# sccb_master_flat

<file path="src/rtl/sccb_if.sv">
// SCCB master bus bundle.
// Carries the request handshake from the configuration sequencer
// (i_start/i_rw/i_address/i_data, o_ready), the read-back result
// (o_rd_data/o_rd_valid) and the SIOC/SIOD pad signals
// (o_sioc, o_siod_out/o_siod_oe for the tristate, i_siod from the pad).
// master: the sccb_master side. slave: the sequencer/pad side.
interface sccb_if #(
  parameter int ADDR_BYTES = 1
);
  logic                    i_start;
  logic                    i_rw;
  logic [8*ADDR_BYTES-1:0] i_address;
  logic [7:0]              i_data;
  logic                    i_siod;
  logic                    o_sioc;
  logic                    o_siod_out;
  logic                    o_siod_oe;
  logic                    o_ready;
  logic [7:0]              o_rd_data;
  logic                    o_rd_valid;

  modport master (
    input  i_start, i_rw, i_address, i_data, i_siod,
    output o_sioc, o_siod_out, o_siod_oe, o_ready, o_rd_data, o_rd_valid
  );

  modport slave (
    output i_start, i_rw, i_address, i_data, i_siod,
    input  o_sioc, o_siod_out, o_siod_oe, o_ready, o_rd_data, o_rd_valid
  );
endinterface

</file>
<file path="src/rtl/sccb_master.sv">
// SCCB master for camera register writes and reads.
// A write sends START, ID, address byte(s), data, STOP, then an idle GAP.
// A read sends START, ID, address byte(s), STOP, GAP, then START, ID|1,
// clocks in one byte (SIOD released, NA bit driven 1), STOP, GAP.
// Ports:
//   i_clk    system clock
//   i_reset  synchronous, active-high reset
//   bus      sccb_if.master: request handshake, read result, SIOC/SIOD pads
module sccb_master #(
  parameter int         CLK_FREQUENCY  = 25000000,
  parameter int         SCCB_FREQUENCY = 100000,
  parameter int         ADDR_BYTES     = 1,
  parameter logic [7:0] DEVICE_ID      = 8'h42,
  parameter int         GAP_BITS       = 2
) (
  input  logic   i_clk,
  input  logic   i_reset,
  sccb_if.master bus
);
  localparam int CLK_PER_BIT = CLK_FREQUENCY / SCCB_FREQUENCY;
  localparam int Q           = CLK_PER_BIT / 4;
  localparam int GAP_CYC     = 4 * Q * GAP_BITS;
  localparam int TMAX        = (GAP_CYC > 2 * Q) ? GAP_CYC : 2 * Q;
  localparam int TW          = $clog2(TMAX + 1);

  if (CLK_PER_BIT < 8) begin : g_chk_rate
    $error("sccb_master: CLK_FREQUENCY/SCCB_FREQUENCY must be >= 8");
  end
  if (ADDR_BYTES != 1 && ADDR_BYTES != 2) begin : g_chk_addr
    $error("sccb_master: ADDR_BYTES must be 1 or 2");
  end

  typedef enum logic [3:0] {
    IDLE, START, BIT_LOW, BIT_DATA, BIT_HIGH,
    STOP_1, STOP_2, STOP_3, STOP_4, GAP
  } state_t;

  state_t                  state, state_nxt;
  logic [TW-1:0]           timer, dur_m1;
  logic [3:0]              bit_cnt;
  logic [1:0]              byte_cnt, last_byte;
  logic                    phase;      // 0: ID+address(+data), 1: read ID + read byte
  logic                    rw_q;
  logic [8*ADDR_BYTES-1:0] addr_q;
  logic [15:0]             addr_w;
  logic [7:0]              data_q, rx_q, rd_data_q, tx_byte;
  logic                    rd_valid_q;
  logic                    siod_q, oe_q;  // pad values of the previous cycle
  logic                    tick, ninth, rx_byte, phase_done;
  logic                    sioc, siod, oe;

  assign addr_w    = 16'(addr_q);
  assign ninth     = (bit_cnt == 4'd8);
  assign rx_byte   = phase && (byte_cnt == 2'd1);
  assign last_byte = phase ? 2'd1 : (rw_q ? 2'(ADDR_BYTES) : 2'(ADDR_BYTES + 1));
  assign tick      = (timer == dur_m1);

  always_comb begin
    case (state)
      BIT_HIGH: dur_m1 = TW'(2 * Q - 1);
      GAP:      dur_m1 = TW'(GAP_CYC - 1);
      default:  dur_m1 = TW'(Q - 1);
    endcase
  end

  // Byte in flight, selected by phase and byte index.
  always_comb begin
    tx_byte = 8'hFF;
    if (byte_cnt == 2'd0)                      tx_byte = {DEVICE_ID[7:1], phase};
    else if (phase)                            tx_byte = 8'hFF;
    else if (byte_cnt == 2'(ADDR_BYTES + 1))   tx_byte = data_q;
    else if (byte_cnt == 2'd1 && ADDR_BYTES == 2) tx_byte = addr_w[15:8];
    else                                       tx_byte = addr_w[7:0];
  end

  // Pad outputs. BIT_LOW and STOP_1 hold SIOD so it only moves in BIT_DATA.
  always_comb begin
    sioc = 1'b1;
    siod = 1'b1;
    oe   = 1'b1;
    case (state)
      START:    siod = 1'b0;
      BIT_LOW: begin
        sioc = 1'b0;
        siod = siod_q;
        oe   = oe_q;
      end
      BIT_DATA, BIT_HIGH: begin
        sioc = (state == BIT_HIGH);
        if (ninth) begin
          siod = 1'b1;
          oe   = rx_byte;          // ACK slot released, NA driven high
        end else if (rx_byte) begin
          siod = 1'b1;
          oe   = 1'b0;
        end else begin
          siod = tx_byte[~bit_cnt[2:0]];
        end
      end
      STOP_1: begin
        sioc = 1'b0;
        siod = siod_q;
      end
      STOP_2: begin
        sioc = 1'b0;
        siod = 1'b0;
      end
      STOP_3:   siod = 1'b0;
      default: ;
    endcase
  end

  always_comb begin
    state_nxt  = state;
    phase_done = 1'b0;
    case (state)
      IDLE:     if (bus.i_start) state_nxt = START;
      START:    if (tick) state_nxt = BIT_LOW;
      BIT_LOW:  if (tick) state_nxt = BIT_DATA;
      BIT_DATA: if (tick) state_nxt = BIT_HIGH;
      BIT_HIGH: if (tick) state_nxt = (ninth && byte_cnt == last_byte) ? STOP_1 : BIT_LOW;
      STOP_1:   if (tick) state_nxt = STOP_2;
      STOP_2:   if (tick) state_nxt = STOP_3;
      STOP_3:   if (tick) state_nxt = STOP_4;
      STOP_4: begin
        if (tick) begin
          if (GAP_BITS > 0) state_nxt = GAP;
          else              phase_done = 1'b1;
        end
      end
      GAP:      if (tick) phase_done = 1'b1;
      default:  state_nxt = IDLE;
    endcase
    // A read's first phase chains straight into the second START.
    if (phase_done) state_nxt = (rw_q && !phase) ? START : IDLE;
  end

  always_ff @(posedge i_clk) begin
    if (i_reset) begin
      state      <= IDLE;
      timer      <= '0;
      bit_cnt    <= '0;
      byte_cnt   <= '0;
      phase      <= 1'b0;
      rw_q       <= 1'b0;
      addr_q     <= '0;
      data_q     <= '0;
      rx_q       <= '0;
      rd_data_q  <= '0;
      rd_valid_q <= 1'b0;
      siod_q     <= 1'b1;
      oe_q       <= 1'b1;
    end else begin
      state      <= state_nxt;
      siod_q     <= siod;
      oe_q       <= oe;
      rd_valid_q <= 1'b0;
      timer      <= (state == IDLE || tick) ? '0 : timer + 1'b1;
      if (state == IDLE && bus.i_start) begin
        rw_q   <= bus.i_rw;
        addr_q <= bus.i_address;
        data_q <= bus.i_data;
        phase  <= 1'b0;
      end
      if (state == BIT_HIGH && tick) begin
        if (ninth) begin
          bit_cnt  <= '0;
          byte_cnt <= byte_cnt + 1'b1;
        end else begin
          bit_cnt  <= bit_cnt + 1'b1;
        end
      end
      // Sample mid-way through SIOC high, well clear of both clock edges.
      if (state == BIT_HIGH && timer == TW'(Q - 1) && rx_byte && !ninth)
        rx_q <= {rx_q[6:0], bus.i_siod};
      if (phase_done) begin
        bit_cnt  <= '0;
        byte_cnt <= '0;
        if (rw_q && !phase) begin
          phase <= 1'b1;
        end else begin
          phase <= 1'b0;
          if (rw_q) begin
            rd_data_q  <= rx_q;
            rd_valid_q <= 1'b1;
          end
        end
      end
    end
  end

  assign bus.o_sioc     = sioc;
  assign bus.o_siod_out = siod;
  assign bus.o_siod_oe  = oe;
  assign bus.o_ready    = (state == IDLE);
  assign bus.o_rd_data  = rd_data_q;
  assign bus.o_rd_valid = rd_valid_q;
endmodule

</file>
<file path="src/flat_wrapper.sv">
// flat-port wrapper written by rule: the top's interface ports become plain ports
module sccb_master_flat 
#(
  parameter int         CLK_FREQUENCY  = 25000000,
  parameter int         SCCB_FREQUENCY = 100000,
  parameter int         ADDR_BYTES     = 1,
  parameter logic [7:0] DEVICE_ID      = 8'h42,
  parameter int         GAP_BITS       = 2
)
  (i_clk, i_reset, bus_i_start, bus_i_rw, bus_i_address, bus_i_data, bus_i_siod, bus_o_sioc, bus_o_siod_out, bus_o_siod_oe, bus_o_ready, bus_o_rd_data, bus_o_rd_valid);
  sccb_if #(.ADDR_BYTES(ADDR_BYTES)) bus_i ();
  input  logic i_clk;
  input  logic i_reset;
  input wire logic [$bits(bus_i.i_start)-1:0] bus_i_start;
  input wire logic [$bits(bus_i.i_rw)-1:0] bus_i_rw;
  input wire logic [$bits(bus_i.i_address)-1:0] bus_i_address;
  input wire logic [$bits(bus_i.i_data)-1:0] bus_i_data;
  input wire logic [$bits(bus_i.i_siod)-1:0] bus_i_siod;
  output wire logic [$bits(bus_i.o_sioc)-1:0] bus_o_sioc;
  output wire logic [$bits(bus_i.o_siod_out)-1:0] bus_o_siod_out;
  output wire logic [$bits(bus_i.o_siod_oe)-1:0] bus_o_siod_oe;
  output wire logic [$bits(bus_i.o_ready)-1:0] bus_o_ready;
  output wire logic [$bits(bus_i.o_rd_data)-1:0] bus_o_rd_data;
  output wire logic [$bits(bus_i.o_rd_valid)-1:0] bus_o_rd_valid;
  assign bus_i.i_start = bus_i_start;
  assign bus_i.i_rw = bus_i_rw;
  assign bus_i.i_address = bus_i_address;
  assign bus_i.i_data = bus_i_data;
  assign bus_i.i_siod = bus_i_siod;
  assign bus_o_sioc = bus_i.o_sioc;
  assign bus_o_siod_out = bus_i.o_siod_out;
  assign bus_o_siod_oe = bus_i.o_siod_oe;
  assign bus_o_ready = bus_i.o_ready;
  assign bus_o_rd_data = bus_i.o_rd_data;
  assign bus_o_rd_valid = bus_i.o_rd_valid;
  sccb_master #(.CLK_FREQUENCY(CLK_FREQUENCY), .SCCB_FREQUENCY(SCCB_FREQUENCY), .ADDR_BYTES(ADDR_BYTES), .DEVICE_ID(DEVICE_ID), .GAP_BITS(GAP_BITS)) u_core (.i_clk(i_clk), .i_reset(i_reset), .bus(bus_i));
endmodule
</file>
<file path="config.mk">
export PLATFORM = sky130hd
export DESIGN_NAME = sccb_master_flat
export DESIGN_NICKNAME = d
export VERILOG_FILES = /design/src/rtl/sccb_if.sv /design/src/rtl/sccb_master.sv /design/src/flat_wrapper.sv
export SDC_FILE = /design/constraint.sdc
export NUM_CORES = 1
export LEC_CHECK = 0
export CORE_ASPECT_RATIO = 1.5
export CORE_MARGIN = 8
export CORE_UTILIZATION = 35
export DETAILED_ROUTE_END_ITERATION = 7
export PLACE_DENSITY = 0.59
export SYNTH_ARGS = -nofsm -noshare
export SYNTH_HDL_FRONTEND = slang
export SYNTH_SLANG_ARGS = --single-unit
</file>
<file path="constraint.sdc">
create_clock -name i_clk -period 2.6 [get_ports i_clk]
set_input_delay 0.78 -clock i_clk [delete_from_list [all_inputs] [get_ports i_clk]]
set_output_delay 0.78 -clock i_clk [all_outputs]
set_load 0.01 [all_outputs]
</file>
# filter_path_ctrl

## config.mk

```make
export PLATFORM = sky130hd
export DESIGN_NAME = filter_path_ctrl
export DESIGN_NICKNAME = d
export VERILOG_FILES = /design/src/rtl/filter_path_ctrl.sv
export SDC_FILE = /design/constraint.sdc
export NUM_CORES = 1
export LEC_CHECK = 0
export CAP_MARGIN = 20
export CELL_PAD_IN_SITES_DETAIL_PLACEMENT = 0
export CELL_PAD_IN_SITES_GLOBAL_PLACEMENT = 1
export CORE_MARGIN = 2
export CORE_UTILIZATION = 40
export DETAILED_ROUTE_END_ITERATION = 10
export PLACE_DENSITY = 0.7
export SETUP_SLACK_MARGIN = 0.3
export SLEW_MARGIN = 20
export SYNTH_ARGS = -nofsm -noshare
export SYNTH_HDL_FRONTEND = slang
export SYNTH_SLANG_ARGS = --single-unit
```

## constraint.sdc

```tcl
create_clock -name video_clk -period 3.15 [get_ports video_clk]
set_clock_uncertainty 0.15 [all_clocks]
set_input_delay 0.945 -clock video_clk [delete_from_list [all_inputs] [get_ports video_clk]]
set_output_delay 0.945 -clock video_clk [all_outputs]
set_load 0.01 [all_outputs]
```

## src/rtl/filter_path_ctrl.sv

```systemverilog
`timescale 1ns/1ps
// -----------------------------------------------------------------------------
// filter_path_ctrl
//
// Frame-synchronous controller for the 3x3 matrix / Gaussian filter datapath.
// Measures the active geometry of the incoming video and declares timing lock
// after a run of consistent frames. The filter/bypass select only changes at
// frame start, and a line-buffer clear pulse is issued whenever the filtered
// path is (re)engaged.
//
// Ports:
//   video_clk    pixel clock, all logic on its rising edge
//   rst_n        asynchronous active-low reset
//   init_over    HDMI configuration done; low holds the block idle
//   video_vs     vertical sync, active level set by VS_POL
//   video_hs     horizontal sync (monitored only)
//   video_de     data enable
//   filt_en_req  level request: 1 = filtered path, 0 = bypass
//   filt_sel     registered path select to the output mux (1 = filter)
//   lb_clr       one-cycle line-buffer clear pulse
//   timing_lock  geometry stable
//   act_width    last locked active pixels per line
//   act_height   last locked active lines per frame
//   frame_err    one-cycle pulse when a locked geometry is lost
// -----------------------------------------------------------------------------
module filter_path_ctrl #(
    parameter int W_BITS      = 12,
    parameter int LOCK_FRAMES = 3,
    parameter bit VS_POL      = 1'b1
) (
    input  logic              video_clk,
    input  logic              rst_n,
    input  logic              init_over,
    input  logic              video_vs,
    input  logic              video_hs,
    input  logic              video_de,
    input  logic              filt_en_req,
    output logic              filt_sel,
    output logic              lb_clr,
    output logic              timing_lock,
    output logic [W_BITS-1:0] act_width,
    output logic [W_BITS-1:0] act_height,
    output logic              frame_err
);

    typedef enum logic [1:0] {
        ST_WAIT_INIT = 2'd0,
        ST_MEASURE   = 2'd1,
        ST_LOCKED    = 2'd2
    } state_t;

    localparam logic [W_BITS-1:0] CNT_ZERO = {W_BITS{1'b0}};
    localparam logic [W_BITS-1:0] CNT_ONE  = {{(W_BITS-1){1'b0}}, 1'b1};
    localparam logic [W_BITS-1:0] CNT_MAX  = {W_BITS{1'b1}};
    // Number of matches (frame-to-frame comparisons) needed to lock.
    localparam logic [4:0]        LOCK_M1  = 5'(LOCK_FRAMES - 1);

    state_t             state_r;
    state_t             state_nxt_s;

    logic               vs_act_s;
    logic               vs_d_r;
    logic               fs_r;
    logic               de_d_r;
    logic               de_fall_s;
    logic               de_rise_s;
    logic               req_meta_r;
    logic               req_sync_r;

    logic [W_BITS-1:0]  pix_cnt_r;
    logic [W_BITS-1:0]  line_cnt_r;
    logic [W_BITS-1:0]  cur_w_r;
    logic               line_bad_r;
    logic [W_BITS-1:0]  prev_w_r;
    logic [W_BITS-1:0]  prev_h_r;
    logic [3:0]         match_cnt_r;

    logic [W_BITS-1:0]  cur_w_eff_s;
    logic               line_bad_eff_s;
    logic               good_s;
    logic               match_s;
    logic               lock_hit_s;

    logic               lock_trans_s;
    logic               err_trans_s;
    logic               filt_sel_nxt_s;
    logic               lb_clr_nxt_s;
    logic               timing_lock_nxt_s;

    logic               filt_sel_r;
    logic               lb_clr_r;
    logic               timing_lock_r;
    logic               frame_err_r;
    logic [W_BITS-1:0]  act_width_r;
    logic [W_BITS-1:0]  act_height_r;

    // hs is observed only; it takes no part in measurement.
    logic               unused_hs_s;
    assign unused_hs_s = video_hs;

    assign vs_act_s  = VS_POL ? video_vs : ~video_vs;
    assign de_fall_s = de_d_r & ~video_de;
    assign de_rise_s = video_de & ~de_d_r;

    // A line ending in the fs cycle still belongs to the frame being evaluated,
    // so the evaluation uses the values as they would be after that line.
    assign cur_w_eff_s    = (de_fall_s && (cur_w_r == CNT_ZERO)) ? pix_cnt_r : cur_w_r;
    assign line_bad_eff_s = line_bad_r |
                            (de_fall_s && (cur_w_r != CNT_ZERO) && (pix_cnt_r != cur_w_r));
    assign good_s         = !line_bad_eff_s && (cur_w_eff_s != CNT_ZERO) &&
                            (line_cnt_r != CNT_ZERO);
    assign match_s        = good_s && (cur_w_eff_s == prev_w_r) && (line_cnt_r == prev_h_r);
    assign lock_hit_s     = match_s && (({1'b0, match_cnt_r} + 5'd1) >= LOCK_M1);

    // Sync edge detection, de history and request double-flop.
    always_ff @(posedge video_clk or negedge rst_n) begin
        if (!rst_n) begin
            vs_d_r     <= 1'b0;
            fs_r       <= 1'b0;
            de_d_r     <= 1'b0;
            req_meta_r <= 1'b0;
            req_sync_r <= 1'b0;
        end else begin
            vs_d_r     <= vs_act_s;
            fs_r       <= vs_act_s & ~vs_d_r;
            de_d_r     <= video_de;
            req_meta_r <= filt_en_req;
            req_sync_r <= req_meta_r;
        end
    end

    // Pixel and line counters plus per-frame width consistency tracking.
    always_ff @(posedge video_clk or negedge rst_n) begin
        if (!rst_n) begin
            pix_cnt_r  <= CNT_ZERO;
            line_cnt_r <= CNT_ZERO;
            cur_w_r    <= CNT_ZERO;
            line_bad_r <= 1'b0;
        end else begin
            if (video_de) begin
                pix_cnt_r <= (pix_cnt_r != CNT_MAX) ? (pix_cnt_r + CNT_ONE) : pix_cnt_r;
            end else begin
                pix_cnt_r <= CNT_ZERO;
            end

            // A line starting in the fs cycle is the first line of the new frame.
            if (fs_r) begin
                line_cnt_r <= de_rise_s ? CNT_ONE : CNT_ZERO;
            end else if (de_rise_s && (line_cnt_r != CNT_MAX)) begin
                line_cnt_r <= line_cnt_r + CNT_ONE;
            end else begin
                line_cnt_r <= line_cnt_r;
            end

            if (fs_r) begin
                cur_w_r    <= CNT_ZERO;
                line_bad_r <= 1'b0;
            end else if (de_fall_s) begin
                if (cur_w_r == CNT_ZERO) begin
                    cur_w_r <= pix_cnt_r;
                end else if (pix_cnt_r != cur_w_r) begin
                    line_bad_r <= 1'b1;
                end else begin
                    cur_w_r <= cur_w_r;
                end
            end else begin
                cur_w_r    <= cur_w_r;
                line_bad_r <= line_bad_r;
            end
        end
    end

    // Previous-frame geometry and match run length. A bad frame is not kept as
    // a reference, and re-initialisation forgets the history entirely.
    always_ff @(posedge video_clk or negedge rst_n) begin
        if (!rst_n) begin
            prev_w_r    <= CNT_ZERO;
            prev_h_r    <= CNT_ZERO;
            match_cnt_r <= 4'd0;
        end else begin
            if (state_r == ST_WAIT_INIT) begin
                prev_w_r <= CNT_ZERO;
                prev_h_r <= CNT_ZERO;
            end else if (fs_r) begin
                prev_w_r <= good_s ? cur_w_eff_s : CNT_ZERO;
                prev_h_r <= good_s ? line_cnt_r  : CNT_ZERO;
            end else begin
                prev_w_r <= prev_w_r;
                prev_h_r <= prev_h_r;
            end

            if ((state_r != ST_MEASURE) || (state_nxt_s != ST_MEASURE)) begin
                match_cnt_r <= 4'd0;
            end else if (fs_r) begin
                if (match_s) begin
                    match_cnt_r <= (match_cnt_r != 4'hF) ? (match_cnt_r + 4'd1) : match_cnt_r;
                end else begin
                    match_cnt_r <= 4'd0;
                end
            end else begin
                match_cnt_r <= match_cnt_r;
            end
        end
    end

    // FSM state register.
    always_ff @(posedge video_clk or negedge rst_n) begin
        if (!rst_n) begin
            state_r <= ST_WAIT_INIT;
        end else begin
            state_r <= state_nxt_s;
        end
    end

    // FSM next-state logic; loss of init_over wins over frame events.
    always_comb begin
        state_nxt_s = state_r;
        case (state_r)
            ST_WAIT_INIT: begin
                if (init_over) state_nxt_s = ST_MEASURE;
                else           state_nxt_s = ST_WAIT_INIT;
            end
            ST_MEASURE: begin
                if (!init_over)              state_nxt_s = ST_WAIT_INIT;
                else if (fs_r && lock_hit_s) state_nxt_s = ST_LOCKED;
                else                         state_nxt_s = ST_MEASURE;
            end
            ST_LOCKED: begin
                if (!init_over)            state_nxt_s = ST_WAIT_INIT;
                else if (fs_r && !match_s) state_nxt_s = ST_MEASURE;
                else                       state_nxt_s = ST_LOCKED;
            end
            default: begin
                state_nxt_s = ST_WAIT_INIT;
            end
        endcase
    end

    // FSM output decode: next values of the registered outputs.
    always_comb begin
        lock_trans_s      = (state_r == ST_MEASURE) && (state_nxt_s == ST_LOCKED);
        err_trans_s       = (state_r == ST_LOCKED)  && (state_nxt_s == ST_MEASURE);
        timing_lock_nxt_s = (state_nxt_s == ST_LOCKED);
        if (state_nxt_s != ST_LOCKED) begin
            filt_sel_nxt_s = 1'b0;
        end else if (fs_r) begin
            filt_sel_nxt_s = req_sync_r;
        end else begin
            filt_sel_nxt_s = filt_sel_r;
        end
        // Both clear causes collapse into one pulse.
        lb_clr_nxt_s = (filt_sel_nxt_s & ~filt_sel_r) | lock_trans_s;
    end

    // Output registers; act_* only load on lock and otherwise hold.
    always_ff @(posedge video_clk or negedge rst_n) begin
        if (!rst_n) begin
            filt_sel_r    <= 1'b0;
            lb_clr_r      <= 1'b0;
            timing_lock_r <= 1'b0;
            frame_err_r   <= 1'b0;
            act_width_r   <= CNT_ZERO;
            act_height_r  <= CNT_ZERO;
        end else begin
            filt_sel_r    <= filt_sel_nxt_s;
            lb_clr_r      <= lb_clr_nxt_s;
            timing_lock_r <= timing_lock_nxt_s;
            frame_err_r   <= err_trans_s;
            if (lock_trans_s) begin
                act_width_r  <= cur_w_eff_s;
                act_height_r <= line_cnt_r;
            end else begin
                act_width_r  <= act_width_r;
                act_height_r <= act_height_r;
            end
        end
    end

    assign filt_sel    = filt_sel_r;
    assign lb_clr      = lb_clr_r;
    assign timing_lock = timing_lock_r;
    assign frame_err   = frame_err_r;
    assign act_width   = act_width_r;
    assign act_height  = act_height_r;

endmodule

```


==> gallery <==
Clock wires, drivers and flops.
Scale bar: 20 µm.
image #1
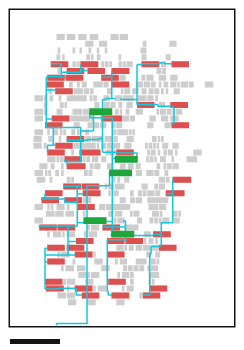
image #2
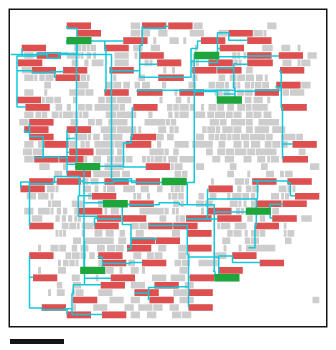
Image #1 comes from sccb_master_flat.
Image #2 comes from filter_path_ctrl.

==> sccb_master_flat/placed.png <==
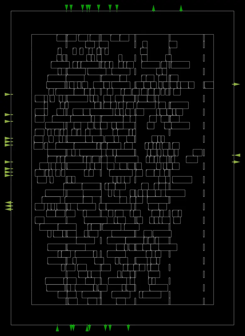
Rows: 40
core area: 0.00796 mm²
Seq cells: 56
flop share of the area: 31.3%
Util after Layout: 45.4%

==> flow_summary.ini, sccb_master_flat <==
; physical design summary
[final_layout]
comb_share_pct = 44.7
inverters = 9

[detailed_routing]
wl_met3_um = 172
wl_um = 6630
vias_per_cell = 5.01
drt_iter0_drc = 104
vias = 2477
wl_met1_um = 2880
dr.pass1.iters = 4

[flow_run]
cap_viol_max_count = 0

[sta]
setup_violations = 2
finalHoldViolCount = 0
min_period_over_period_pct = 103
worst_slack_ps = -89.5
period_minus_slack_ps = 2690

[setup_path]
crit_arrival_ps = 1910
critical_path_class = reg2out
cp_cell_sequence = inv_2 > ha_4 > mux4_2 > nand2_1 > a21oi_1 > o22ai_1 > a21oi_1 > buf_2
crit_start = u_core.byte_cnt[0]
slowest_delay_ps = 490

[grt]
grt_util_all_layers_pct = 12.4
grt_util_met2_pct = 22.3
antenna_found_initial = 0
grt_pass1_wl_um = 11400

[clock_tree]
clk_pin_slew_worst_paths_ps = 70
clk_path_buf_depth = 2
ctsHtreeMaxLevel = 2
root_buffer = clkbuf_16

[status]
violations = negative setup slack
status = complete, but fails checks

[min_path]
whs_path_depth = 2
min_to = u_core.data_q[0]

[synth]
flop_cell = dfxtp_1
top_area_cell = dfxtp_1
simple_gate_area_share_pct = 24.5

[place]
place_ws_ps = -362

[power]
pwr-share-comb_pct = 14.1

[floorplan]
die_area_mm2 = 0.0113
io_pins = 34
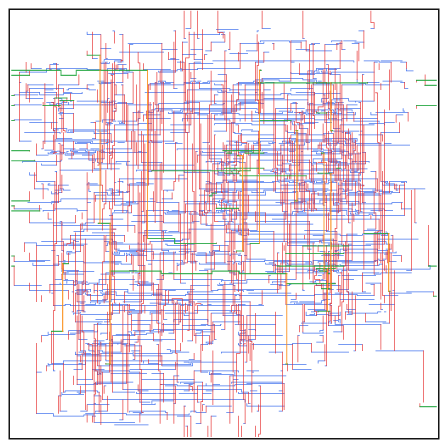
(filter_path_ctrl/layers.png)
green -> M3  # wire length 401 µm
red -> M2  # wire length 5,890 µm
orange -> M4  # wire length 368 µm
blue -> M1  # wire length 5,910 µm

==> flow_summary.ini, filter_path_ctrl <==
; physical design summary
[sta]
worst_pin_slew_ps = 508
finalHoldViolCount = 0
tns_ps = 0
period_minus_slack_ps = 2950

[setup_path]
slowest_delay_ps = 430
cp_cell_sequence = nor4_4 > buf_4 > a41o_1 > xnor2_1 > nand4_1 > nor4_4 > nand3_4 > buf_12 > buf_12 > mux2_4

[final_layout]
drive_gt1_share_pct = 25.0
diodes = 0
inverters = 26
clock_buffers = 13
comb_share_pct = 36.2

[flow_run]
warnings = 32

[synth]
simple_gate_area_share_pct = 18.0
flop_cell = dfrtp_1
postSynthAreaPerCell_um2 = 10.8
ys_area_mm2 = 0.00501
top_area_cell = dfrtp_1

[detailed_routing]
vias = 3815

[min_path]
hold_start = req_meta_r

[power]
pg_clk_mw = 1.24
maxPowerGroup = registers
power_density_mw_per_mm2 = 455

[grt]
top_usage_layer = met2
grt-ovfl-total = 0
grt_pass1_wl_um = 20800

[floorplan]
nWellTaps = 168

[clock_tree]
worstSkewPairLatency_ps = 350
numCtsBuffers = 9
post_cts_resized = 22
cts_sinks = 100

[place]
place_hpwl_um = 8290

[status]
status = finished clean

# tape_register_flat

==> tape_register_flat/clock_wires.png <==
Scale bar: 20 µm.
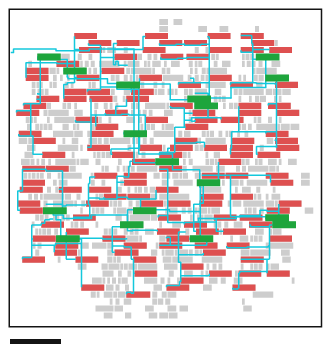

<file path="src/rtl/tape_register_if.sv">
// Tape store port bundle: control side drives ops, store returns head view.
interface tape_register_if #(
  parameter int DATA_WIDTH = 8,
  parameter int DEPTH      = 16
);
  localparam int AW = $clog2(DEPTH);

  logic                  clear;
  logic                  step;
  logic                  wr_en;
  logic [DATA_WIDTH-1:0] wr_data;
  logic [1:0]            move;
  logic [DATA_WIDTH-1:0] head_data;
  logic [AW-1:0]         head_pos;
  logic                  at_left;
  logic                  at_right;
  logic                  error;

  modport master (
    output clear, step, wr_en, wr_data, move,
    input  head_data, head_pos, at_left, at_right, error
  );

  modport slave (
    input  clear, step, wr_en, wr_data, move,
    output head_data, head_pos, at_left, at_right, error
  );
endinterface

</file>
<file path="src/rtl/tape_register.sv">
// Turing-machine tape: DEPTH symbol cells, a movable head,
// boundary decodes and a sticky off-the-end error flag.
module tape_register #(
  parameter int                    DATA_WIDTH = 8,
  parameter int                    DEPTH      = 16,
  parameter logic [DATA_WIDTH-1:0] BLANK      = '0,
  parameter int                    START_POS  = 0,
  parameter bit                    WRAP       = 1'b0
) (
  input  logic           clk,
  input  logic           rst_n,
  tape_register_if.slave bus
);
  localparam int            AW   = $clog2(DEPTH);
  localparam logic [AW-1:0] LAST = AW'(DEPTH - 1);
  localparam logic [AW-1:0] HOME = AW'(START_POS);

  logic [DATA_WIDTH-1:0] cells [DEPTH];
  logic [AW-1:0]         head;
  logic [AW-1:0]         head_nxt;
  logic                  err;
  logic                  err_hit;
  logic                  go_left;
  logic                  go_right;

  assign go_left  = bus.step && (bus.move == 2'b01);
  assign go_right = bus.step && (bus.move == 2'b10);

  // Ends are detected by compare so non-power-of-two depths wrap correctly.
  always_comb begin
    head_nxt = head;
    err_hit  = 1'b0;
    unique case (1'b1)
      go_left: begin
        if (head == '0) begin
          if (WRAP) head_nxt = LAST;
          else      err_hit  = 1'b1;
        end else begin
          head_nxt = head - 1'b1;
        end
      end
      go_right: begin
        if (head == LAST) begin
          if (WRAP) head_nxt = '0;
          else      err_hit  = 1'b1;
        end else begin
          head_nxt = head + 1'b1;
        end
      end
      default: ;
    endcase
  end

  always_ff @(posedge clk or negedge rst_n) begin
    if (!rst_n) begin
      for (int i = 0; i < DEPTH; i++) cells[i] <= BLANK;
    end else if (bus.clear) begin
      for (int i = 0; i < DEPTH; i++) cells[i] <= BLANK;
    end else if (bus.step && bus.wr_en) begin
      cells[head] <= bus.wr_data;
    end
  end

  always_ff @(posedge clk or negedge rst_n) begin
    if (!rst_n) begin
      head <= HOME;
      err  <= 1'b0;
    end else if (bus.clear) begin
      head <= HOME;
      err  <= 1'b0;
    end else if (bus.step) begin
      head <= head_nxt;
      err  <= err | err_hit;
    end
  end

  assign bus.head_data = cells[head];
  assign bus.head_pos  = head;
  assign bus.at_left   = (head == '0);
  assign bus.at_right  = (head == LAST);
  assign bus.error     = err;
endmodule

</file>
<file path="src/flat_wrapper.sv">
// flat-port wrapper written by rule: the top's interface ports become plain ports
module tape_register_flat 
#(
  parameter int                    DATA_WIDTH = 8,
  parameter int                    DEPTH      = 16,
  parameter logic [DATA_WIDTH-1:0] BLANK      = '0,
  parameter int                    START_POS  = 0,
  parameter bit                    WRAP       = 1'b0
)
  (clk, rst_n, bus_clear, bus_step, bus_wr_en, bus_wr_data, bus_move, bus_head_data, bus_head_pos, bus_at_left, bus_at_right, bus_error);
  tape_register_if #(.DATA_WIDTH(DATA_WIDTH), .DEPTH(DEPTH)) bus_i ();
  input  logic clk;
  input  logic rst_n;
  input wire logic [$bits(bus_i.clear)-1:0] bus_clear;
  input wire logic [$bits(bus_i.step)-1:0] bus_step;
  input wire logic [$bits(bus_i.wr_en)-1:0] bus_wr_en;
  input wire logic [$bits(bus_i.wr_data)-1:0] bus_wr_data;
  input wire logic [$bits(bus_i.move)-1:0] bus_move;
  output wire logic [$bits(bus_i.head_data)-1:0] bus_head_data;
  output wire logic [$bits(bus_i.head_pos)-1:0] bus_head_pos;
  output wire logic [$bits(bus_i.at_left)-1:0] bus_at_left;
  output wire logic [$bits(bus_i.at_right)-1:0] bus_at_right;
  output wire logic [$bits(bus_i.error)-1:0] bus_error;
  assign bus_i.clear = bus_clear;
  assign bus_i.step = bus_step;
  assign bus_i.wr_en = bus_wr_en;
  assign bus_i.wr_data = bus_wr_data;
  assign bus_i.move = bus_move;
  assign bus_head_data = bus_i.head_data;
  assign bus_head_pos = bus_i.head_pos;
  assign bus_at_left = bus_i.at_left;
  assign bus_at_right = bus_i.at_right;
  assign bus_error = bus_i.error;
  tape_register #(.DATA_WIDTH(DATA_WIDTH), .DEPTH(DEPTH), .BLANK(BLANK), .START_POS(START_POS), .WRAP(WRAP)) u_core (.clk(clk), .rst_n(rst_n), .bus(bus_i));
endmodule
</file>
<file path="config.mk">
export PLATFORM = sky130hd
export DESIGN_NAME = tape_register_flat
export DESIGN_NICKNAME = d
export VERILOG_FILES = /design/src/rtl/tape_register_if.sv /design/src/rtl/tape_register.sv /design/src/flat_wrapper.sv
export SDC_FILE = /design/constraint.sdc
export NUM_CORES = 1
export LEC_CHECK = 0
export CORE_AREA = 2 2 119 121
export DETAILED_ROUTE_END_ITERATION = 7
export DIE_AREA = 0 0 121 123
export PLACE_DENSITY = 0.71
export RECOVER_POWER = 25
export SKIP_LAST_GASP = 1
export SYNTH_ARGS = -nofsm -noshare
export SYNTH_HDL_FRONTEND = slang
export SYNTH_SLANG_ARGS = --single-unit
</file>
<file path="constraint.sdc">
create_clock -name clk -period 5 [get_ports clk]
set_clock_uncertainty 0.15 [all_clocks]
set_input_delay 0.75 -clock clk [delete_from_list [all_inputs] [get_ports clk]]
set_output_delay 0.75 -clock clk [all_outputs]
set_load 0.01 [all_outputs]
</file>
# bram_port_master

### src/rtl/bram_port_master_pkg.sv
// Shared types and default sizes for the BRAM port master
// and the dual-port RAM it drives.
package bram_port_master_pkg;

   localparam int DEF_DATA_WIDTH    = 8;
   localparam int DEF_ADDRESS_WIDTH = 8;
   localparam int DEF_LEN_WIDTH     = 4;
   localparam int DEF_RD_LATENCY    = 1;

   typedef enum logic [2:0] {
      ST_IDLE,
      ST_WRITE,
      ST_READ,
      ST_DRAIN,
      ST_DONE
   } state_t;

endpackage

### src/rtl/bram_port_master_rd_tag.sv
// Valid-tag shift register that follows issued reads
// through the RAM read latency.
module bram_rd_tag_pipe #(
   parameter int DEPTH = 1
) (
   input  logic clk,
   input  logic rst_n,
   input  logic issue,
   output logic tag_out,
   output logic empty
);

   logic [DEPTH-1:0] tags;

   always_ff @(posedge clk or negedge rst_n) begin
      if (!rst_n) begin
         tags <= '0;
      end else begin
         tags[0] <= issue;
         for (int i = 1; i < DEPTH; i++) begin
            tags[i] <= tags[i-1];
         end
      end
   end

   assign tag_out = tags[DEPTH-1];
   // an access visible on the pins is still in flight
   assign empty   = ~issue & ~(|tags);

endmodule

### src/rtl/bram_port_master.sv
// Command-driven burst initiator for one port of the
// synchronous dual-port BRAM.
module bram_port_master
   import bram_port_master_pkg::*;
#(
   parameter int DATA_WIDTH    = DEF_DATA_WIDTH,
   parameter int ADDRESS_WIDTH = DEF_ADDRESS_WIDTH,
   parameter int LEN_WIDTH     = DEF_LEN_WIDTH,
   parameter int RD_LATENCY    = DEF_RD_LATENCY
) (
   input  logic                     clk,
   input  logic                     rst_n,
   input  logic                     cmd_valid,
   output logic                     cmd_ready,
   input  logic                     cmd_write,
   input  logic [ADDRESS_WIDTH-1:0] cmd_addr,
   input  logic [LEN_WIDTH-1:0]     cmd_len,
   input  logic                     wr_valid,
   output logic                     wr_ready,
   input  logic [DATA_WIDTH-1:0]    wr_data,
   output logic                     rd_valid,
   output logic [DATA_WIDTH-1:0]    rd_data,
   output logic                     busy,
   output logic                     done,
   output logic                     ram_cs,
   output logic                     ram_oe,
   output logic                     ram_we,
   output logic [ADDRESS_WIDTH-1:0] ram_address,
   output logic [DATA_WIDTH-1:0]    ram_din,
   input  logic [DATA_WIDTH-1:0]    ram_dout
);

   state_t                   state;
   logic [ADDRESS_WIDTH-1:0] addr_q;
   logic [LEN_WIDTH-1:0]     cnt_q;
   logic                     issue;
   logic                     tag_out;
   logic                     tag_empty;

   assign issue     = ram_cs & ram_oe;
   assign cmd_ready = (state == ST_IDLE);
   assign wr_ready  = (state == ST_WRITE);
   assign done      = (state == ST_DONE);
   assign busy      = (state == ST_WRITE)
                    | (state == ST_READ)
                    | (state == ST_DRAIN);

   always_ff @(posedge clk or negedge rst_n) begin
      if (!rst_n) begin
         state       <= ST_IDLE;
         addr_q      <= '0;
         cnt_q       <= '0;
         ram_cs      <= 1'b0;
         ram_oe      <= 1'b0;
         ram_we      <= 1'b0;
         ram_address <= '0;
         ram_din     <= '0;
      end else begin
         ram_cs <= 1'b0;
         ram_oe <= 1'b0;
         ram_we <= 1'b0;
         unique case (state)
            ST_IDLE: begin
               if (cmd_valid) begin
                  addr_q <= cmd_addr;
                  cnt_q  <= cmd_len;
                  state  <= cmd_write ? ST_WRITE : ST_READ;
               end
            end
            ST_WRITE: begin
               if (wr_valid) begin
                  ram_cs      <= 1'b1;
                  ram_we      <= 1'b1;
                  ram_address <= addr_q;
                  ram_din     <= wr_data;
                  addr_q      <= addr_q + ADDRESS_WIDTH'(1);
                  cnt_q       <= cnt_q - LEN_WIDTH'(1);
                  if (cnt_q == '0) state <= ST_DONE;
               end
            end
            ST_READ: begin
               ram_cs      <= 1'b1;
               ram_oe      <= 1'b1;
               ram_address <= addr_q;
               addr_q      <= addr_q + ADDRESS_WIDTH'(1);
               cnt_q       <= cnt_q - LEN_WIDTH'(1);
               if (cnt_q == '0) state <= ST_DRAIN;
            end
            ST_DRAIN: begin
               if (tag_empty) state <= ST_DONE;
            end
            ST_DONE: begin
               state <= ST_IDLE;
            end
            default: begin
               state <= ST_IDLE;
            end
         endcase
      end
   end

   bram_rd_tag_pipe #(
      .DEPTH (RD_LATENCY)
   ) u_tag (
      .clk     (clk),
      .rst_n   (rst_n),
      .issue   (issue),
      .tag_out (tag_out),
      .empty   (tag_empty)
   );

   always_ff @(posedge clk or negedge rst_n) begin
      if (!rst_n) begin
         rd_valid <= 1'b0;
         rd_data  <= '0;
      end else begin
         rd_valid <= tag_out;
         if (tag_out) rd_data <= ram_dout;
      end
   end

endmodule

### config.mk
export PLATFORM = sky130hd
export DESIGN_NAME = bram_port_master
export DESIGN_NICKNAME = d
export VERILOG_FILES = /design/src/rtl/bram_port_master_pkg.sv /design/src/rtl/bram_port_master_rd_tag.sv /design/src/rtl/bram_port_master.sv
export SDC_FILE = /design/constraint.sdc
export NUM_CORES = 1
export LEC_CHECK = 0
export CAP_MARGIN = 20
export CORE_MARGIN = 8
export CORE_UTILIZATION = 50
export CTS_CLUSTER_SIZE = 30
export DETAILED_ROUTE_END_ITERATION = 10
export HOLD_SLACK_MARGIN = 0.12
export PLACE_DENSITY = 0.86
export SYNTH_ARGS = -nofsm -noshare
export SYNTH_HDL_FRONTEND = slang
export SYNTH_SLANG_ARGS = --single-unit
### constraint.sdc
create_clock -name clk -period 3.6 [get_ports clk]
set_input_delay 0.54 -clock clk [delete_from_list [all_inputs] [get_ports clk]]
set_output_delay 0.54 -clock clk [all_outputs]
set_load 0.01 [all_outputs]
# fare_gate_ctrl

**src/rtl/fare_gate_ctrl.sv**
```systemverilog
// Fare gate lane controller: validates a tapped card, charges the fare and
// sequences gate, display and sounder, with a maintenance service mode.
module fare_gate_ctrl #(
   parameter int                BAL_W     = 16,
   parameter logic [BAL_W-1:0]  FARE      = BAL_W'(310),
   parameter logic [BAL_W-1:0]  CONC_FARE = BAL_W'(205),
   parameter int                OPEN_CYC  = 8,
   parameter int                MSG_CYC   = 4,
   parameter int                BEEP_CYC  = 2
) (
   input  logic             clk,
   input  logic             rst,
   input  logic             tap,
   input  logic             card_active,
   input  logic             card_monthly,
   input  logic             card_concession,
   input  logic [BAL_W-1:0] card_bal,
   input  logic             maintenance,
   input  logic             pass_sensor,
   output logic             open,
   output logic [2:0]       disp,
   output logic [1:0]       sound,
   output logic             bal_we,
   output logic [BAL_W-1:0] bal_out,
   output logic             busy
);

   localparam int MAX_CYC = (OPEN_CYC > MSG_CYC) ? OPEN_CYC : MSG_CYC;
   localparam int CNT_W   = $clog2(MAX_CYC + 1);
   localparam int BEEP_W  = $clog2(BEEP_CYC + 1);

   localparam logic [CNT_W-1:0]  OPEN_LAST = CNT_W'(OPEN_CYC - 1);
   localparam logic [CNT_W-1:0]  MSG_LAST  = CNT_W'(MSG_CYC - 1);
   localparam logic [BEEP_W-1:0] BEEP_LAST = BEEP_W'(BEEP_CYC - 1);

   localparam logic [2:0] DISP_IDLE    = 3'b000;
   localparam logic [2:0] DISP_FUNDS   = 3'b001;
   localparam logic [2:0] DISP_INVALID = 3'b010;
   localparam logic [2:0] DISP_BAL     = 3'b100;
   localparam logic [2:0] DISP_MONTHLY = 3'b101;
   localparam logic [2:0] DISP_SERV    = 3'b111;

   localparam logic [1:0] SND_NONE = 2'b00;
   localparam logic [1:0] SND_ERR  = 2'b01;
   localparam logic [1:0] SND_PASS = 2'b10;

   typedef enum logic [2:0] {IDLE, CHECK, CHARGE, OPEN, MSG, SERV} state_t;

   state_t            state;
   logic [CNT_W-1:0]  cnt;
   logic [BEEP_W-1:0] beep_cnt;
   logic              cap_active;
   logic              cap_monthly;
   logic              cap_concession;
   logic [BAL_W-1:0]  cap_bal;
   logic [BAL_W-1:0]  fare;

   assign fare = cap_concession ? CONC_FARE : FARE;

   // Counters hold "cycles remaining minus one", so zero marks the last cycle.
   always_ff @(posedge clk) begin
      if (rst) begin
         state          <= IDLE;
         cnt            <= '0;
         beep_cnt       <= '0;
         cap_active     <= 1'b0;
         cap_monthly    <= 1'b0;
         cap_concession <= 1'b0;
         cap_bal        <= '0;
         open           <= 1'b0;
         disp           <= DISP_IDLE;
         sound          <= SND_NONE;
         bal_we         <= 1'b0;
         bal_out        <= '0;
         busy           <= 1'b0;
      end else begin
         bal_we <= 1'b0;
         case (state)
            IDLE: begin
               if (maintenance) begin
                  state <= SERV;
                  disp  <= DISP_SERV;
               end else if (tap) begin
                  cap_active     <= card_active;
                  cap_monthly    <= card_monthly;
                  cap_concession <= card_concession;
                  cap_bal        <= card_bal;
                  state          <= CHECK;
                  busy           <= 1'b1;
               end
            end
            CHECK: begin
               if (!cap_active) begin
                  state    <= MSG;
                  disp     <= DISP_INVALID;
                  sound    <= SND_ERR;
                  beep_cnt <= BEEP_LAST;
                  cnt      <= MSG_LAST;
               end else if (cap_monthly) begin
                  state    <= OPEN;
                  open     <= 1'b1;
                  disp     <= DISP_MONTHLY;
                  sound    <= SND_PASS;
                  beep_cnt <= BEEP_LAST;
                  cnt      <= OPEN_LAST;
               end else if (cap_bal >= fare) begin
                  state   <= CHARGE;
                  bal_we  <= 1'b1;
                  bal_out <= cap_bal - fare;
               end else begin
                  state    <= MSG;
                  disp     <= DISP_FUNDS;
                  sound    <= SND_ERR;
                  beep_cnt <= BEEP_LAST;
                  cnt      <= MSG_LAST;
               end
            end
            CHARGE: begin
               state    <= OPEN;
               open     <= 1'b1;
               disp     <= DISP_BAL;
               sound    <= SND_PASS;
               beep_cnt <= BEEP_LAST;
               cnt      <= OPEN_LAST;
            end
            OPEN: begin
               if (pass_sensor || cnt == '0) begin
                  state    <= IDLE;
                  open     <= 1'b0;
                  disp     <= DISP_IDLE;
                  sound    <= SND_NONE;
                  beep_cnt <= '0;
                  cnt      <= '0;
                  busy     <= 1'b0;
               end else begin
                  cnt <= cnt - CNT_W'(1);
                  // A repeat tap is an anti-passback attempt: error beep, no charge.
                  if (tap) begin
                     sound    <= SND_ERR;
                     beep_cnt <= BEEP_LAST;
                  end else if (beep_cnt == '0) begin
                     sound <= SND_NONE;
                  end else begin
                     beep_cnt <= beep_cnt - BEEP_W'(1);
                  end
               end
            end
            MSG: begin
               if (cnt == '0) begin
                  state    <= IDLE;
                  disp     <= DISP_IDLE;
                  sound    <= SND_NONE;
                  beep_cnt <= '0;
                  busy     <= 1'b0;
               end else begin
                  cnt <= cnt - CNT_W'(1);
                  if (beep_cnt == '0) begin
                     sound <= SND_NONE;
                  end else begin
                     beep_cnt <= beep_cnt - BEEP_W'(1);
                  end
               end
            end
            SERV: begin
               if (!maintenance) begin
                  state    <= IDLE;
                  disp     <= DISP_IDLE;
                  sound    <= SND_NONE;
                  beep_cnt <= '0;
               end else if (tap) begin
                  sound    <= SND_ERR;
                  beep_cnt <= BEEP_LAST;
               end else if (beep_cnt == '0) begin
                  sound <= SND_NONE;
               end else begin
                  beep_cnt <= beep_cnt - BEEP_W'(1);
               end
            end
            default: state <= IDLE;
         endcase
      end
   end

endmodule

```
**config.mk**
```make
export PLATFORM = sky130hd
export DESIGN_NAME = fare_gate_ctrl
export DESIGN_NICKNAME = d
export VERILOG_FILES = /design/src/rtl/fare_gate_ctrl.sv
export SDC_FILE = /design/constraint.sdc
export NUM_CORES = 1
export LEC_CHECK = 0
export CAP_MARGIN = 20
export CORE_UTILIZATION = 31
export CTS_CLUSTER_SIZE = 24
export DETAILED_ROUTE_END_ITERATION = 6
export MAX_ROUTING_LAYER = met4
export PLACE_DENSITY = 0.57
export SETUP_SLACK_MARGIN = 0.15
export SLEW_MARGIN = 20
export SYNTH_ARGS = -nofsm -noshare
export SYNTH_HDL_FRONTEND = slang
export SYNTH_SLANG_ARGS = --single-unit
```
**constraint.sdc**
```tcl
create_clock -name clk -period 2.5 [get_ports clk]
set_input_delay 0.75 -clock clk [delete_from_list [all_inputs] [get_ports clk]]
set_output_delay 0.75 -clock clk [all_outputs]
set_load 0.01 [all_outputs]
```
==> bram_port_master/m3.png <==
Scale bar: 20 µm.
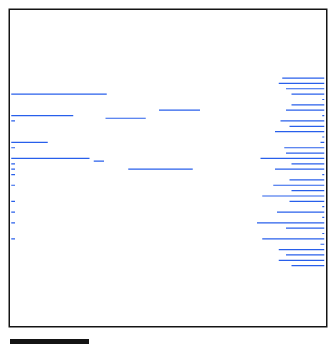
nets with wire on the layer = 52
share of all routed wire = 9.0%
main direction = horizontal
wire length on this layer = 406 µm
met3 Resource Use GR: 4.58%
vias post-DR: 1,533
routed wire length: 4510 µm

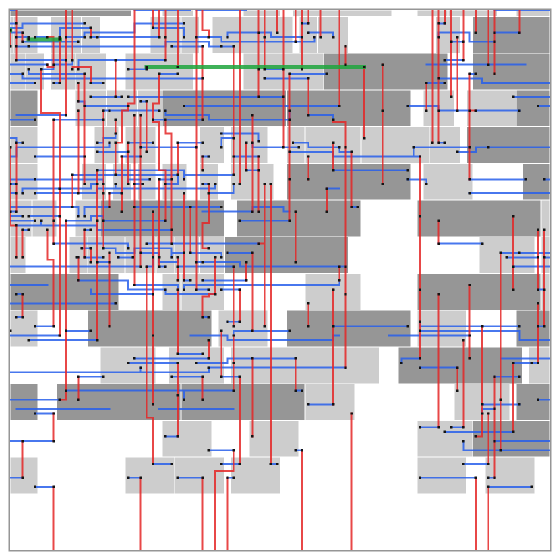
(bram_port_master/closeup.png)
Region (20, 4) to (60, 44) µm. Cells in gray, sequential cells in the stronger gray; small squares are vias.
red -> M2
blue -> M1
green -> M3
most frequent = dfrtp_1 (19), clkdlybuf4s50_1 (12), mux2_1 (7)
sequential cells in the window = 19
netlist names of flops here include = addr_q (5), ram_address (4), ram_din (4)
cells with their middle in the window = 85

==> flow_summary.ini, bram_port_master <==
; physical design summary
[place]
place_ws_ps = 1330
gp_congestion = 0.767
place_area_mm2 = 0.00270

[final_layout]
lay_top_cells = clkdlybuf4s50_1, dfrtp_1, mux2_1, mux2_2
instances_no_fill = 286
seqCellArea_mm2 = 0.00110
drive_gt1_share_pct = 12.3
sh_seq_area_pct = 39.1
syn2layout_area_growth_pct = 36.9

[detailed_routing]
wl_met3_um = 406
wl_met2_um = 2060
antenna_left = 0

[setup_path]
start_kind = register
crit_path_end_kind = output pin
crit_arrival_ps = 1910
critical_path_class = reg2out

[clock_tree]
worstSkewPairLatency_ps = 290
cts_tree = built
root_buffer = clkbuf_8
clk_pin_slew_worst_paths_ps = 80
numCtsBuffers = 5

[sta]
finClkSkew_ps = 8.34
worst_slack_ps = 1150
finalHoldViolCount = 0
setup_violations = 0
period_minus_slack_ps = 2450
maxSlewViolCount = 0

[grt]
met1_usage_pct = 18.4
top_usage_layer = met2
grt_start_max_net_pins = 45
grt_util_met2_pct = 23.1

[power]
p_seq_mw = 0.956
fin_total_pwr_mw = 2.72

[synth]
synth-adder-area-share_pct = 1.22
synthTopCellsByCount = dfrtp_1, mux2_1, mux2_2, a21oi_1, nor2_1
ys_cells = 173

[status]
status = finished clean
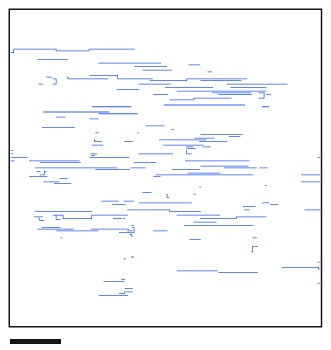
(tape_register_flat/m3.png)
Scale bar: 20 µm.
wire length on this layer = 1,290 µm
main direction = horizontal
longest straight run = 37.7 µm
nets with wire on the layer = 70
share of all routed wire = 7.2%

## Picture notes: tape_register_flat/clock_wires.png
green -> clock-net drivers  # count 17
red -> flip-flops  # count 133
cyan -> clock wires  # length 1,750 µm
routed clock nets = 18

==> flow_summary.ini, tape_register_flat <==
; physical design summary
[status]
status = complete, but fails checks
violations = max-capacitance violations, max-slew violations

[synth]
async_reset_ff_share_pct = 100
synth-seq-area-share_pct = 49.9
netlist_instances = 648
synth-adder-area-share_pct = 0.675
edf_count = 0
top_area_cell = dfrtp_1
synth_cell_types = 35

[flow_run]
cap_viol_max_count = 1

[detailed_routing]
drt-wirelength-per-cell_um = 21.4
top_layer_used = met4

[grt]
grt_util_met2_pct = 40.6

[setup_path]
crit_path_end_kind = output pin
critical_path_class = reg2out
r2r_cells = 5
worst-path-stages = 5
cp_cell_sequence = buf_4 > mux4_2 > a22oi_1 > nand2_1 > clkdlybuf4s50_1

[final_layout]
drive_gt1_share_pct = 12.4
clock_buffers = 23
flops = 133

[sta]
maxSlewViolCount = 62

[clock_tree]
worstSkewPairLatency_ps = 420
clk_path_buf_depth = 2

[min_path]
hold_start = u_core.bus.error

[power]
maxPowerGroup = clock

[floorplan]
io_pins = 30
die_w_um = 121
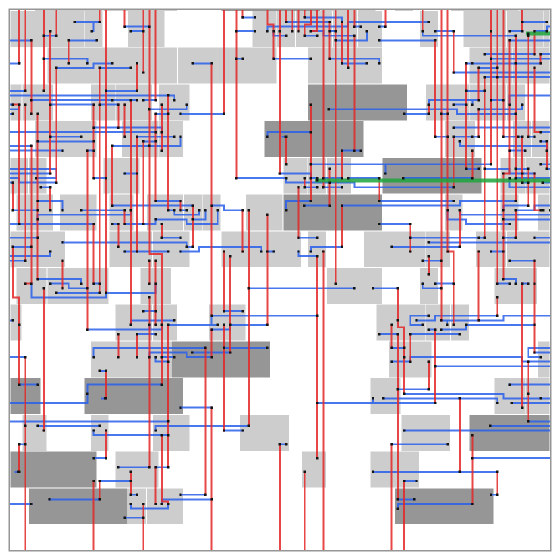
(fare_gate_ctrl/closeup.png)
Region (29, 9) to (69, 49) µm. Cells in gray, sequential cells in the stronger gray; small squares are vias.
green -> M3
red -> M2
blue -> M1
cells with their middle in the window = 93
sequential cells in the window = 10
most frequent = nand2_1 (11), dfxtp_1 (10), buf_4 (9)
netlist names of flops here include = bal_out (4), state (3)

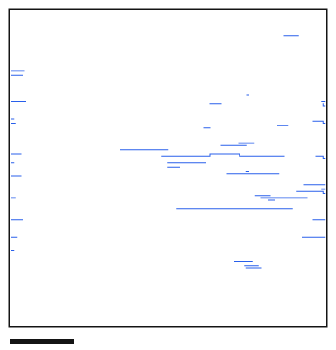
(fare_gate_ctrl/m3.png)
Scale bar: 20 µm.
main direction = horizontal
share of all routed wire = 3.1%
wire length on this layer = 247 µm
routed wire length: 7910 µm
met3 Resource Use GR: 2.36%
vias post-DR: 2,833

==> flow_summary.ini, fare_gate_ctrl <==
; physical design summary
[status]
status = complete, but fails checks
violations = design-rule violations

[final_layout]
lay_top_cells = nand2_1, dfxtp_1, clkdlybuf4s50_1, a21oi_1, buf_4
inverters = 14
layout_top_cell = nand2_1
instances_no_fill = 537
comb_share_pct = 47.0

[setup_path]
required_ps = 2730
worst-path-stages = 8
start_kind = register
r2r_cells = 8
crit_start = cap_bal[9]
crit_end = bal_out[7]

[synth]
async_reset_ff_share_pct = 0
flop_cell = dfxtp_1
compound_area_share_pct = 26.4
mux_share_pct = 0

[detailed_routing]
vias_per_cell = 5.28
drt-wirelength-per-cell_um = 14.7
drcViolationCount = 4
wl_met3_um = 246

[place]
port_buffers = 47
dp.cells = 521

[power]
maxPowerGroup = registers
power_density_mw_per_mm2 = 505
ir_drop_mv = 0.226

[grt]
top_usage_layer = met2
grt_util_all_layers_pct = 17.3
grt_pass1_wl_um = 13100

[sta]
worst_slack_ps = 145
whs_ps = 464

[floorplan]
die_w_um = 98.1

==> notes/layouts.md <==
Pictures saved along the way, in no particular order.

Wiring by layer.
picture 1
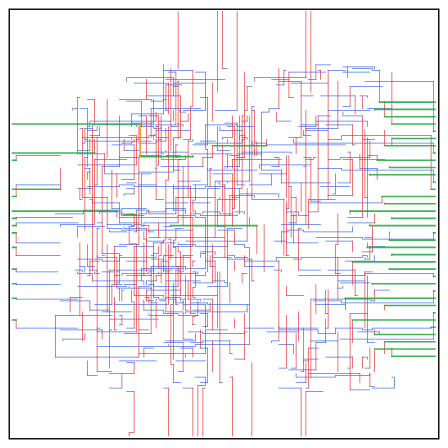
picture 2
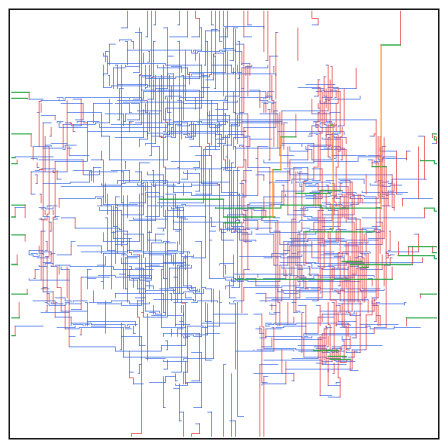
picture 3
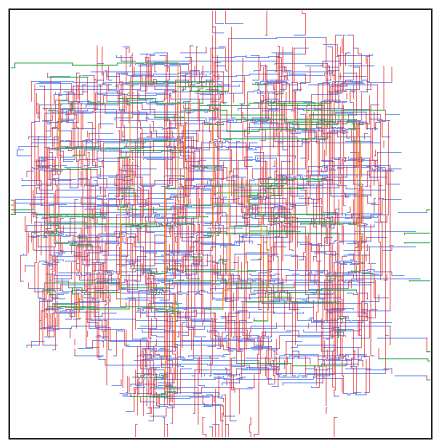
- most wire: picture 3
- least wire: picture 1
picture 3: tape_register_flat
picture 2: fare_gate_ctrl
picture 1: bram_port_master

Key to picture 1:
blue -> M1  # wire length 2,040 µm
red -> M2  # wire length 2,060 µm
green -> M3  # wire length 406 µm
orange -> M4  # wire length 6.10 µm



==> gallery <==
A small window of the routed layout.
(a)
Region (25, 18) to (65, 58) µm. Cells in gray, sequential cells in the stronger gray; small squares are vias.
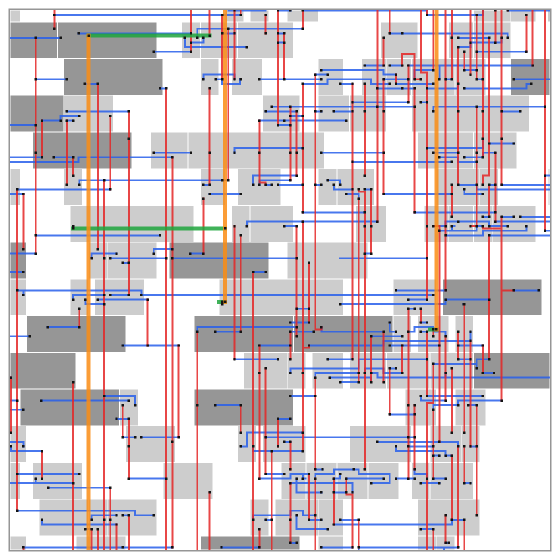
(b)
Region (40, 17) to (80, 57) µm. Cells in gray, sequential cells in the stronger gray; small squares are vias.
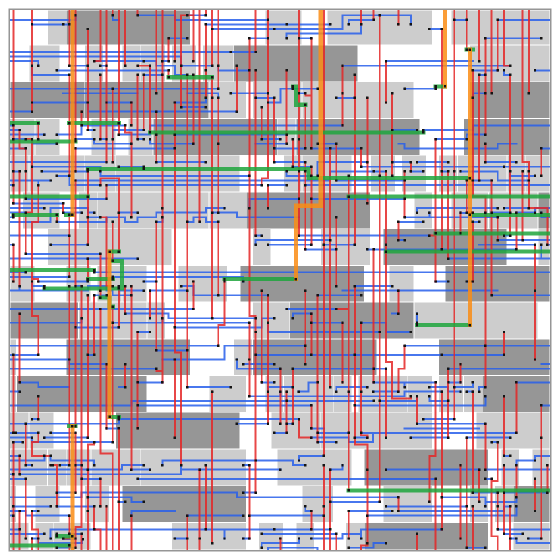
(c)
Region (38, 15) to (78, 55) µm. Cells in gray, sequential cells in the stronger gray; small squares are vias.
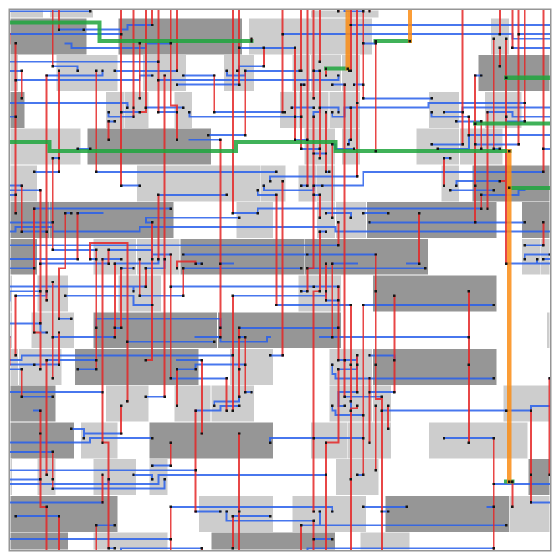
| from | picture |
|---|---|
| tape_register_flat | (b) |
| filter_path_ctrl | (c) |
| sccb_master_flat | (a) |

Key to (a):
green -> M3
orange -> M4
red -> M2
blue -> M1
most frequent = nor2_1 (16), dfxtp_1 (13), mux2i_1 (6)
cells with their middle in the window = 91
sequential cells in the window = 13
netlist names of flops here include = u_core.timer (5), u_core.rx_q (4), u_core.bus.o_rd_data (2)

Power and IR drop assume default switching activity.
